######## design 1 ########
Fig. 1: design 1, local utilization
Bar = 20 um. 12 x 12 tiles, from black (low) to pale yellow (high), 0 to 100% covered.
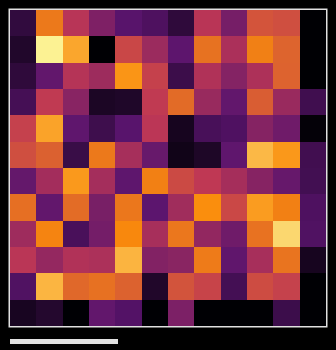
Fig. 2: design 1, supply network
Bar = 20 um. Pins as bars on the die edge.
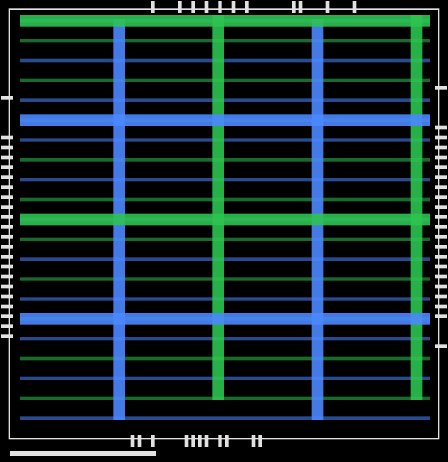
[config.mk]
export PLATFORM = sky130hd
export DESIGN_NAME = aux_interface
export DESIGN_NICKNAME = d
export VERILOG_FILES = /design/src/rtl/aux_interface.sv
export SDC_FILE = /design/constraint.sdc
export NUM_CORES = 1
export LEC_CHECK = 0
export CAP_MARGIN = 20
export CELL_PAD_IN_SITES_DETAIL_PLACEMENT = 1
export CELL_PAD_IN_SITES_GLOBAL_PLACEMENT = 1
export CORE_UTILIZATION = 25
export CTS_CLUSTER_DIAMETER = 30
export DETAILED_ROUTE_END_ITERATION = 8
export GPL_ROUTABILITY_DRIVEN = 1
export HOLD_SLACK_MARGIN = 0.12
export PLACE_DENSITY_LB_ADDON = 0.3
export RECOVER_POWER = 50
export SYNTH_ARGS = -nofsm -noshare
export SYNTH_HDL_FRONTEND = slang
export SYNTH_SLANG_ARGS = --single-unit
[constraint.sdc]
create_clock -name sys_clk -period 1 [get_ports sys_clk]
set_clock_uncertainty 0.2 [all_clocks]
set_input_delay 0.2 -clock sys_clk [delete_from_list [all_inputs] [get_ports sys_clk]]
set_output_delay 0.2 -clock sys_clk [all_outputs]
set_load 0.005 [all_outputs]
[src/rtl/aux_interface.sv]
// Registered capture stage for the auxiliary input bus. It is a plain shift chain
// of SYNC_STAGES full-width registers, and it clears asynchronously on reset.
module aux_interface #(
    parameter int AUX_WIDTH   = 32,
    parameter int SYNC_STAGES = 1
) (
    input  logic                 sys_clk,
    input  logic                 sys_rst,
    input  logic [AUX_WIDTH-1:0] aux_in,
    output logic [AUX_WIDTH-1:0] aux_i
);

    // Out-of-range depths are clamped into 1..4 so that any instantiation still elaborates.
    localparam int STAGES = (SYNC_STAGES < 1) ? 1 :
                            (SYNC_STAGES > 4) ? 4 : SYNC_STAGES;

    logic [STAGES-1:0][AUX_WIDTH-1:0] stage_q;

    always_ff @(posedge sys_clk or negedge sys_rst) begin
        if (!sys_rst) begin
            stage_q <= '0;
        end else begin
            stage_q[0] <= aux_in;
            for (int k = 1; k < STAGES; k++) begin
                stage_q[k] <= stage_q[k-1];
            end
        end
    end

    // The output comes only from the last register, so aux_in has no combinational path to aux_i.
    assign aux_i = stage_q[STAGES-1];

endmodule

==> results.yml <==
# physical design summary
clocking:
  clockRootBuffer: "clkbuf_4"
  cts_sinks: 32
  h-tree-depth: 2
  cts_tree: "done"
  clkTransAtPathRegs_ps: 100
setup_path:
  crit_family: "flip-flops"
  worstPathCellList: "buf_2"
  cp_slowest_cell: "dfrtp_1"
  worst-path-stages: 1
  critical_path_buf_inv_count: 1
  cp_slowest_stage_delay_ps: 380
  cp_max_fo: 1
  startpoint: "aux_i[29]$_DFF_PN0_"
synthesis:
  syn-cell-area_sq_um: 800.8
  synth.distinct_cells: 1
  numSynthFlops: 32
  ys.warnings.count: 0
  topCellsByArea: "dfrtp_1 (100%)"
  synth_cells: 32
  yosys_area_sq_um: 800.8
global_routing:
  grt.busiest_layer: "met2"
  grt_pass1_vias: 634
  use_met1_pct: 13.51
  grt_pass1_wl_um: 3029
  met2_usage_pct: 21.02
  antenna_found_initial: 0
detailed_routing:
  top_layer: "met4"
  routedWlPerCell_um: 13.19
  viasPerCell: 3.853
  drc: 0
  wl_met1_um: 725
  ant_nets: 0
final_timing:
  hold_slack_ps: 99.52
  worst_slack_ps: -239.9
  fin_setup_tns_ps: -6974
  layout_min_cycle_time_ps: 1240
  setup_violations: 32
  rsz0062_at_grt: "true"
floorplanning:
  die_x_um: 58.60
  die_h_um: 58.60
  die_area_sq_um: 3433
  num_rows: 20
  fp-utilization_pct: 26.23
  io_pins: 66
power:
  p_leak_nw: 0.6787
  vdd_ir_drop_max_mv: 0.7568
run:
  warnings: 30
run_status:
  violations: "setup timing"
  status: "finished, violations left"
placed_design:
  hpwl_um: 1428
  dp_worst_setup_slack_ps: -232.2
finish:
  n_antenna_cell: 0
  final_nets: 139
  utilization_pct: 46.35
  design_area_sq_um: 1415
## Picture notes: Fig. 1
The emptiest ninth of the die: bottom right. The mean over all tiles is 40%. 8.3% of the tiles are nearly empty. The densest ninth of the die: left middle. 8.3% of the tiles are over 75% full. The fullest tile reaches 97%.

## Picture notes: Fig. 2
Key: blue = VSS; green = VDD
66 signal pins sit on the boundary. The core has 20 rows. 21 met1 rails follow the rows. 4 straps on met4.

==> power breakdown <==
part	internal (W)	switching, W	leakage [nW]
sequential	0.00136	0.0000160	0.373
clock	0.000334	0.000422	0.0380
combinational	0.000132	0.0000760	0.268
total	0.00182	0.000513	0.679
==> cell usage in the layout (no fill, tap or decap) <==
cell / instances
dfrtp_1: 32
buf_2: 32
dlygate4sd3_1: 31
clkbuf_4: 6
clkinv_2: 2
clkdlybuf4s50_1: 2
clkbuf_8: 1
==> layout make-up <==
cell class            instances  area [sq um]
fill                        336          1638
clock buffer                  6         51.30
clock inverter                2         10.01
timing repair buffer         66         498.0
tap                          44         55.05
sequential                   32         800.8
==> what timing repair did <==
item,CTS,global route
endpoints found under the setup margin,32,32
buffers inserted,0,0
gates resized,124,0
hold endpoints to repair,64,63
==> cell usage after synthesis, drive strengths merged <==
| cell type | count |
|---|---|
| dfrtp | 32 |
==> logic make-up (layout without fill, tap and decap cells) <==
logic type	count (synthesis)	count (layout)	synth area share (%)
flip-flops	32	32	100.0
buffers and inverters	0	74	0

######## design 2 ########
--- src/rtl/lenet_pkg.sv ---
// Shared definitions for the LeNet-5 accelerator: layer indices, layer count
// and the one-hot scheduler state encoding.
package lenet_pkg;

    localparam int N_LAYERS = 4;

    localparam logic [2:0] L_CONV1 = 3'd0;
    localparam logic [2:0] L_CONV2 = 3'd1;
    localparam logic [2:0] L_FC1   = 3'd2;
    localparam logic [2:0] L_FC2   = 3'd3;

    typedef enum logic [5:0] {
        S_IDLE    = 6'b000001,
        S_RUN     = 6'b000010,
        S_RELEASE = 6'b000100,
        S_GAP     = 6'b001000,
        S_FINISH  = 6'b010000,
        S_ERROR   = 6'b100000
    } sched_state_t;

    function automatic logic state_is_busy(sched_state_t s);
        return (s == S_RUN) || (s == S_RELEASE) || (s == S_GAP);
    endfunction

endpackage

--- src/rtl/lenet_layer_watchdog.sv ---
// Per-layer watchdog: counts cycles while enabled, held at zero while cleared,
// and flags a timeout on the last allowed cycle.
module lenet_layer_watchdog #(
    parameter int TIMEOUT_CYCLES = 20000
) (
    input  logic clk,
    input  logic rst,
    input  logic clear,
    input  logic count_en,
    output logic timeout
);

    localparam int CW = $clog2(TIMEOUT_CYCLES + 1);
    localparam logic [CW-1:0] LIMIT = CW'(TIMEOUT_CYCLES - 1);

    logic [CW-1:0] cnt_reg;

    always_ff @(posedge clk) begin
        if (!rst || clear) begin
            cnt_reg <= '0;
        end else if (count_en && cnt_reg != LIMIT) begin
            cnt_reg <= cnt_reg + 1'b1;
        end
    end

    assign timeout = count_en && (cnt_reg == LIMIT);

endmodule

--- src/rtl/lenet_layer_scheduler.sv ---
// Top-level layer sequencer: steps the layer wrappers in order, drives the
// ping-pong bank selects and run-cycle counter. Optional watchdog: SCHED_TIMEOUT_EN.
module lenet_layer_scheduler
    import lenet_pkg::*;
#(
    parameter int N_LAYERS       = lenet_pkg::N_LAYERS,
    parameter int GAP_CYCLES     = 2,
    parameter int CNT_W          = 24,
    parameter int TIMEOUT_CYCLES = 20000
) (
    input  logic                clk,
    input  logic                rst,
    input  logic                start,
    input  logic                abort,
    output logic [N_LAYERS-1:0] layer_en,
    input  logic [N_LAYERS-1:0] layer_done,
    output logic [2:0]          cur_layer,
    output logic                wr_bank_sel,
    output logic                rd_bank_sel,
    output logic                busy,
    output logic                done,
    output logic                err,
    output logic [CNT_W-1:0]    cycle_cnt
);

    localparam int GAP_W = $clog2(GAP_CYCLES + 1);
    localparam logic [2:0] LAST_LAYER = 3'(N_LAYERS - 1);

    sched_state_t        state_reg, state_next;
    logic [2:0]          cur_reg, cur_next;
    logic [GAP_W-1:0]    gap_reg, gap_next;
    logic [N_LAYERS-1:0] en_reg, en_next;
    logic                busy_reg, done_reg, wr_reg, rd_reg;
    logic [CNT_W-1:0]    cnt_reg;
    logic [7:0]          done_vec;
    logic                timeout;

    // Widen layer_done to the full 3-bit index range so cur_reg can index it safely.
    for (genvar gi = 0; gi < 8; gi++) begin : g_done_vec
        if (gi < N_LAYERS) begin : g_used
            assign done_vec[gi] = layer_done[gi];
        end else begin : g_unused
            assign done_vec[gi] = 1'b0;
        end
    end

    for (genvar gi = 0; gi < N_LAYERS; gi++) begin : g_en
        assign en_next[gi] = (state_next == S_RUN) && (cur_next == 3'(gi));
    end

`ifdef SCHED_TIMEOUT_EN
    logic err_reg;

    lenet_layer_watchdog #(
        .TIMEOUT_CYCLES(TIMEOUT_CYCLES)
    ) u_watchdog (
        .clk     (clk),
        .rst     (rst),
        .clear   (state_reg != S_RUN),
        .count_en(state_reg == S_RUN),
        .timeout (timeout)
    );

    always_ff @(posedge clk) begin
        if (!rst) begin
            err_reg <= 1'b0;
        end else begin
            err_reg <= (state_next == S_ERROR);
        end
    end

    assign err = err_reg;
`else
    assign timeout = 1'b0;
    assign err     = 1'b0;
`endif

    always_comb begin
        state_next = state_reg;
        cur_next   = cur_reg;
        gap_next   = gap_reg;
        if (abort && state_reg != S_IDLE) begin
            state_next = S_IDLE;
        end else begin
            case (state_reg)
                S_IDLE: begin
                    if (start && !abort) begin
                        state_next = S_RUN;
                        cur_next   = L_CONV1;
                    end
                end
                S_RUN: begin
                    if (done_vec[cur_reg]) begin
                        state_next = S_RELEASE;
                    end else if (timeout) begin
                        state_next = S_ERROR;
                    end
                end
                S_RELEASE: begin
                    // Wait for the wrapper to leave DONE before moving on.
                    if (!done_vec[cur_reg]) begin
                        state_next = S_GAP;
                        gap_next   = GAP_W'(GAP_CYCLES - 1);
                    end
                end
                S_GAP: begin
                    if (gap_reg == '0) begin
                        if (cur_reg == LAST_LAYER) begin
                            state_next = S_FINISH;
                        end else begin
                            state_next = S_RUN;
                            cur_next   = cur_reg + 3'd1;
                        end
                    end else begin
                        gap_next = gap_reg - 1'b1;
                    end
                end
                S_FINISH: state_next = S_IDLE;
                S_ERROR:  state_next = S_ERROR;
                default:  state_next = S_IDLE;
            endcase
        end
    end

    // Outputs are registered from next-state values so they change on the same edge as the state.
    always_ff @(posedge clk) begin
        if (!rst) begin
            state_reg <= S_IDLE;
            cur_reg   <= L_CONV1;
            gap_reg   <= '0;
            en_reg    <= '0;
            busy_reg  <= 1'b0;
            done_reg  <= 1'b0;
            wr_reg    <= 1'b0;
            rd_reg    <= 1'b1;
            cnt_reg   <= '0;
        end else begin
            state_reg <= state_next;
            cur_reg   <= cur_next;
            gap_reg   <= gap_next;
            en_reg    <= en_next;
            busy_reg  <= state_is_busy(state_next);
            done_reg  <= (state_next == S_FINISH);
            wr_reg    <= cur_next[0];
            rd_reg    <= ~cur_next[0];
            if (state_reg == S_IDLE && state_next == S_RUN) begin
                cnt_reg <= '0;
            end else if (busy_reg && cnt_reg != '1) begin
                cnt_reg <= cnt_reg + 1'b1;
            end
        end
    end

    assign layer_en    = en_reg;
    assign cur_layer   = cur_reg;
    assign wr_bank_sel = wr_reg;
    assign rd_bank_sel = rd_reg;
    assign busy        = busy_reg;
    assign done        = done_reg;
    assign cycle_cnt   = cnt_reg;

endmodule

--- config.mk ---
export PLATFORM = sky130hd
export DESIGN_NAME = lenet_layer_scheduler
export DESIGN_NICKNAME = d
export VERILOG_FILES = /design/src/rtl/lenet_pkg.sv /design/src/rtl/lenet_layer_watchdog.sv /design/src/rtl/lenet_layer_scheduler.sv
export SDC_FILE = /design/constraint.sdc
export NUM_CORES = 1
export LEC_CHECK = 0
export CORE_ASPECT_RATIO = 0.9
export CORE_MARGIN = 3
export CORE_UTILIZATION = 35
export CTS_BUF_LIST = sky130_fd_sc_hd__clkbuf_8
export CTS_CLUSTER_DIAMETER = 100
export DETAILED_ROUTE_END_ITERATION = 8
export GPL_TIMING_DRIVEN = 0
export PLACE_DENSITY = 0.7
export SLEW_MARGIN = 20
export SYNTH_ARGS = -nofsm -noshare
export SYNTH_HDL_FRONTEND = slang
export SYNTH_SLANG_ARGS = --single-unit
--- constraint.sdc ---
create_clock -name clk -period 2.4 [get_ports clk]
set_clock_uncertainty 0.2 [all_clocks]
set_input_delay 0.36 -clock clk [delete_from_list [all_inputs] [get_ports clk]]
set_output_delay 0.36 -clock clk [all_outputs]
set_load 0.005 [all_outputs]
==> results.yml <==
# physical design summary
floorplanning:
  die_area_sq_um: 6965
  io_pins: 44
  core_area_sq_um: 5758
global_routing:
  grt_pass1_vias: 1671
  grt_pass1_wl_um: 7831
  grtUsageMet3_pct: 2.890
run_status:
  status: "completed"
synthesis:
  yosysMostFrequentCell: "dfxtp_1"
  synth_top_flop_cell: "dfxtp_1"
  yosys_area_sq_um: 2100
  synthArstFlopShare_pct: 0
  topCellsByArea: "dfxtp_1 (40%), xor2_1 (6.3%), nor2_1 (5.4%), nand4_1 (3.9%), nor4_4 (3.0%)"
clocking:
  cts_sinks: 42
  h-tree-depth: 2
setup_path:
  crit_required_ps: 2380
final_timing:
  drv_slew: 0
  worst_pin_slew_ps: 519.8
placed_design:
  gp_congestion: 0.8053
detailed_routing:
  ant_nets: 0
finish:
  logic_area_sq_um: 1196
  fin_cells: 350
==> repair_timing <==
action | in CTS | in global routing
endpoints found under the setup margin | 0 | 15
buffers inserted | 0 | 1
gates resized | 0 | 5
==> layout make-up <==
| cell class | count | area share (%) |
|---|---|---|
| plain buffers | 7 | 1.658 |
| clock buffers | 6 | 3.040 |
| clock inverters | 2 | 0.4606 |
| inverters | 6 | 0.8291 |
| multi-input cells | 174 | 44.04 |
| flip-flops and latches | 42 | 31.00 |
| well taps | 70 | 3.224 |
| repair buffers | 43 | 15.75 |
==> logic make-up after synthesis <==
family	count (synthesis)	share of synthesized area (%)
AOI/OAI and AO/OA	26	8.343
xor gates and xnor gates	19	7.926
adders and majority gates	3	1.788
buffers and inverters	14	3.397
DFF	42	40.05
muxes	7	3.397
other	1	0.1786
and+or+nand+nor	118	34.92
==> report_power, final <==
part	total (W)	leakage, nW	internal [W]	switching (W)
clock	0.000475	0.0472	0.000231	0.000244
combinational	0.0000732	0.590	0.0000335	0.0000397
sequential	0.000706	0.339	0.000701	0.00000534
total	0.00125	0.976	0.000966	0.000289
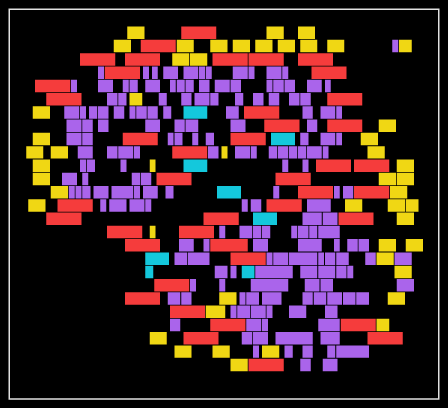
Fig. 3. Cells colored by class (design 2).
Key: yellow = remaining buffers and delay cells [cells 50, share of their area 18%]; cyan = clock drivers and dummy loads [cells 8, share of their area 3.6%]; purple = remaining logic cells [cells 180, share of their area 46%]; red = registers [cells 42, share of their area 32%]

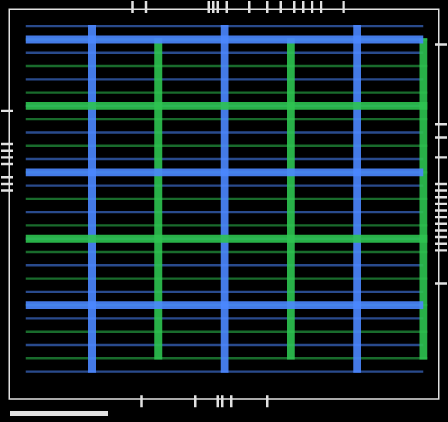
Fig. 4. Supply network (design 2).
Bar = 20 um. Pins as bars on the die edge.
Key: green = VDD; blue = VSS
6 straps on met4. 44 signal pins sit on the boundary. 27 met1 rails follow the rows. The core has 26 rows.


######## design 3 ########
Fig. 5: design 3, supply network
Bar = 20 um. Pins as bars on the die edge.
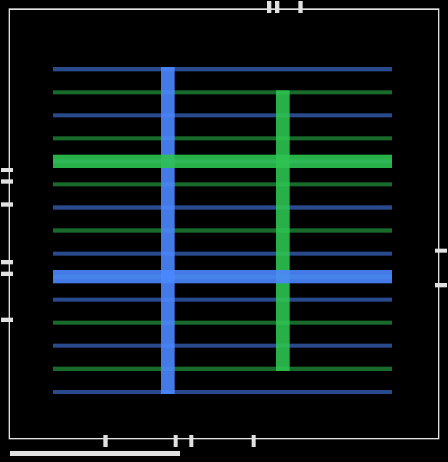
Fig. 6: design 3, nets reached from selected ports
Bar = 20 um.
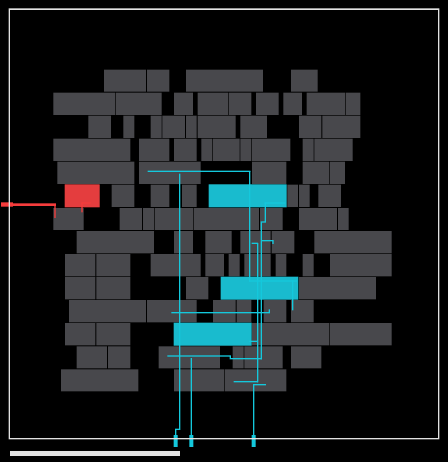
Fig. 7: design 3, local utilization
Bar = 20 um. 10 x 10 tiles, from black (low) to pale yellow (high), 0 to 100% covered.
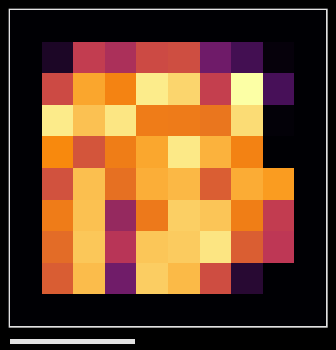
**src/rtl/counter_ctrl_pkg.sv**
```systemverilog
// Shared types for the falling-edge counter run controller: FSM states and run modes.
package counter_ctrl_pkg;

  typedef enum logic [1:0] {
    IDLE = 2'd0,
    RUN  = 2'd1,
    HOLD = 2'd2,
    FIN  = 2'd3
  } state_e;

  localparam logic MODE_ONESHOT = 1'b0;
  localparam logic MODE_RELOAD  = 1'b1;

endpackage

```
**src/rtl/negedge_counter_core.sv**
```systemverilog
// Falling-edge up counter with synchronous clear/enable and async active-low reset.
module negedge_counter_core #(
  parameter int unsigned WIDTH = 3
) (
  input  logic             CLK,
  input  logic             not_RST,
  input  logic             CLR,
  input  logic             EN,
  output logic [WIDTH-1:0] Q
);

  logic [WIDTH-1:0] cnt_q;

  always_ff @(negedge CLK or negedge not_RST) begin
    if (!not_RST) begin
      cnt_q <= '0;
    end else if (CLR) begin
      cnt_q <= '0;
    end else if (EN) begin
      cnt_q <= cnt_q + 1'b1;
    end
  end

  assign Q = cnt_q;

endmodule

```
**src/rtl/negedge_counter_run_controller.sv**
```systemverilog
// Sequences a falling-edge counter through bounded one-shot or auto-reload runs
// with pause/stop; owns the counter's clear and enable and does the limit compare.
module negedge_counter_run_controller
  import counter_ctrl_pkg::*;
#(
  parameter int unsigned WIDTH = 3
) (
  input  logic             CLK,
  input  logic             not_RST,
  input  logic             START,
  input  logic             STOP,
  input  logic             PAUSE,
  input  logic [WIDTH-1:0] LIMIT,
  input  logic             MODE,
  output logic [WIDTH-1:0] Q,
  output logic             BUSY,
  output logic             DONE,
  output logic             WRAP
);

  state_e           state_q;
  logic [WIDTH-1:0] limit_q;
  logic             mode_q;
  logic             busy_q;
  logic             done_q;
  logic             wrap_q;
  logic             cnt_clr;
  logic             cnt_en;
  logic             at_limit;

  // Compare happens before the increment, so LIMIT = all-ones never overflows.
  assign at_limit = (Q == limit_q);

  always_comb begin
    cnt_clr = 1'b0;
    cnt_en  = 1'b0;
    unique case (state_q)
      IDLE: cnt_clr = 1'b1;
      RUN: begin
        if (STOP) begin
          cnt_clr = 1'b1;
        end else if (PAUSE) begin
          cnt_en = 1'b0;
        end else if (!at_limit) begin
          cnt_en = 1'b1;
        end else if (mode_q == MODE_RELOAD) begin
          cnt_clr = 1'b1;
        end
      end
      HOLD: cnt_clr = STOP;
      FIN:  cnt_clr = 1'b1;
      default: cnt_clr = 1'b1;
    endcase
  end

  always_ff @(negedge CLK or negedge not_RST) begin
    if (!not_RST) begin
      state_q <= IDLE;
      limit_q <= '0;
      mode_q  <= MODE_ONESHOT;
      busy_q  <= 1'b0;
      done_q  <= 1'b0;
      wrap_q  <= 1'b0;
    end else begin
      done_q <= 1'b0;
      wrap_q <= 1'b0;
      unique case (state_q)
        IDLE: begin
          if (START && !STOP) begin
            limit_q <= LIMIT;
            mode_q  <= MODE;
            state_q <= RUN;
            busy_q  <= 1'b1;
          end
        end
        RUN: begin
          if (STOP) begin
            state_q <= IDLE;
            busy_q  <= 1'b0;
          end else if (PAUSE) begin
            state_q <= HOLD;
          end else if (at_limit) begin
            if (mode_q == MODE_RELOAD) begin
              wrap_q <= 1'b1;
            end else begin
              state_q <= FIN;
              busy_q  <= 1'b0;
              done_q  <= 1'b1;
            end
          end
        end
        HOLD: begin
          if (STOP) begin
            state_q <= IDLE;
            busy_q  <= 1'b0;
          end else if (!PAUSE) begin
            state_q <= RUN;
          end
        end
        FIN: begin
          // Back-to-back runs: a START present during FIN re-arms immediately.
          if (START && !STOP) begin
            limit_q <= LIMIT;
            mode_q  <= MODE;
            state_q <= RUN;
            busy_q  <= 1'b1;
          end else begin
            state_q <= IDLE;
          end
        end
        default: begin
          state_q <= IDLE;
          busy_q  <= 1'b0;
        end
      endcase
    end
  end

  negedge_counter_core #(.WIDTH(WIDTH)) u_core (
    .CLK     (CLK),
    .not_RST (not_RST),
    .CLR     (cnt_clr),
    .EN      (cnt_en),
    .Q       (Q)
  );

  assign BUSY = busy_q;
  assign DONE = done_q;
  assign WRAP = wrap_q;

endmodule
```
**config.mk**
```make
export PLATFORM = sky130hd
export DESIGN_NAME = negedge_counter_run_controller
export DESIGN_NICKNAME = d
export VERILOG_FILES = /design/src/rtl/counter_ctrl_pkg.sv /design/src/rtl/negedge_counter_core.sv /design/src/rtl/negedge_counter_run_controller.sv
export SDC_FILE = /design/constraint.sdc
export NUM_CORES = 1
export LEC_CHECK = 0
export CORE_MARGIN = 5
export CORE_UTILIZATION = 45
export DETAILED_ROUTE_END_ITERATION = 7
export PLACE_DENSITY = 0.68
export SLEW_MARGIN = 20
export SYNTH_ARGS = -nofsm -noshare
export SYNTH_HDL_FRONTEND = slang
export SYNTH_SLANG_ARGS = --single-unit
```
**constraint.sdc**
```tcl
create_clock -name CLK -period 4.3 [get_ports CLK]
set_input_delay 1.075 -clock CLK [delete_from_list [all_inputs] [get_ports CLK]]
set_output_delay 1.075 -clock CLK [all_outputs]
set_load 0.1 [all_outputs]
```
==> results.yml <==
# physical design summary
min_path:
  hp-class: "reg -> reg"
  min_path_cells: 1
setup_path:
  crit_arrival_ps: 2230
finish:
  drive_above_1_share_pct: 34.78
floorplanning:
  fp-utilization_pct: 48.44
  num_rows: 14
detailed_routing:
  dr_wl_met3_um: 52
  top_layer: "met4"
  drc: 0
clocking:
  clockRootBuffer: "clkbuf_4"
final_timing:
  worst_slack_ps: 36.68
global_routing:
  antenna_found_initial: 0
power:
  p_leak_nw: 0.4929
placed_design:
  hpwl_um: 1223
synthesis:
  synth-simple-area-share_pct: 14.24
  top_cells_by_count: "dfrtn_1 (12), nor2_1 (9), ha_1 (6)"
  ys_sh_adder_pct: 10.17
  yosysTopAreaCell: "dfrtn_1"
run_status:
  status: "completed"
Notes on Fig. 5 above:
Key: green = VDD; blue = VSS
15 met1 rails follow the rows. 15 signal pins sit on the boundary. The core has 14 rows. 2 straps on met5. 2 straps on met4.

Notes on Fig. 6 above:
Key: cyan = `Q` [direction output, edge bottom, end cells 3, buffers 3, wire 148 um]; red = `MODE` [direction input, edge left, end cells 1, buffers 1, wire 8.30 um]

Notes on Fig. 7 above:
The fullest tile reaches 100%. The mean over all tiles is 41%. 40% of the tiles are nearly empty.

## state kept, by name, summed over array words and instances, names as in the netlist
signal    count
mode_q        1
state_q       2
u_core.Q      3
WRAP          1
limit_q       3
BUSY          1
DONE          1
## final cells by class
cell class | count | area [sq um]
fillers | 117 | 454.2
multi-input cells | 47 | 419.2
repair buffers | 24 | 275.3
flip-flops and latches | 12 | 300.3
clock buffers | 4 | 36.28
inverters | 5 | 18.77
well taps | 16 | 20.02
## power by group
group	switching [W]	internal, W	leakage (nW)
combinational	0.000199	0.000163	0.317
clock	0.0000374	0.0000514	0.0210
sequential	0.0000376	0.000152	0.155
## worst max path at each step
stage                       startpoint                      end  slack, ps  depth (start not counted)
2_1_floorplan  u_core.Q[0]$_DFFE_NN0P_                     Q[0]         30                          0
3_3_place_gp                     PAUSE         BUSY$_DFFE_NN0P_       -410                          6
3_5_place_dp                      STOP  u_core.Q[1]$_DFFE_NN0P_       -460                          5
4_1_cts                           STOP  u_core.Q[1]$_DFFE_NN0P_         20                          5
5_1_grt                          PAUSE  u_core.Q[1]$_DFFE_NN0P_         -1                          5
6_report                          STOP  u_core.Q[1]$_DFFE_NN0P_         40                          5


==> screenshots <==
Routing congestion map.
panel A
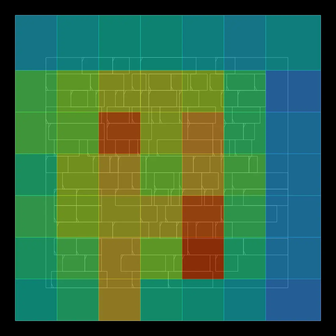
panel B
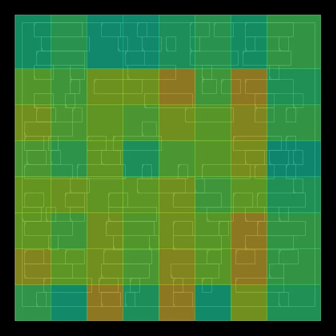
panel C
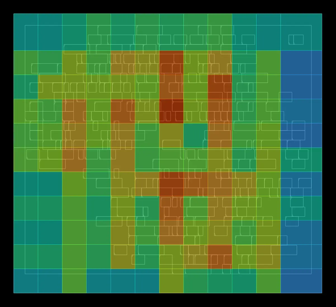
For design 2, see panel C.
For design 1, see panel B.
For design 3, see panel A.

Power and IR drop assume default switching activity.
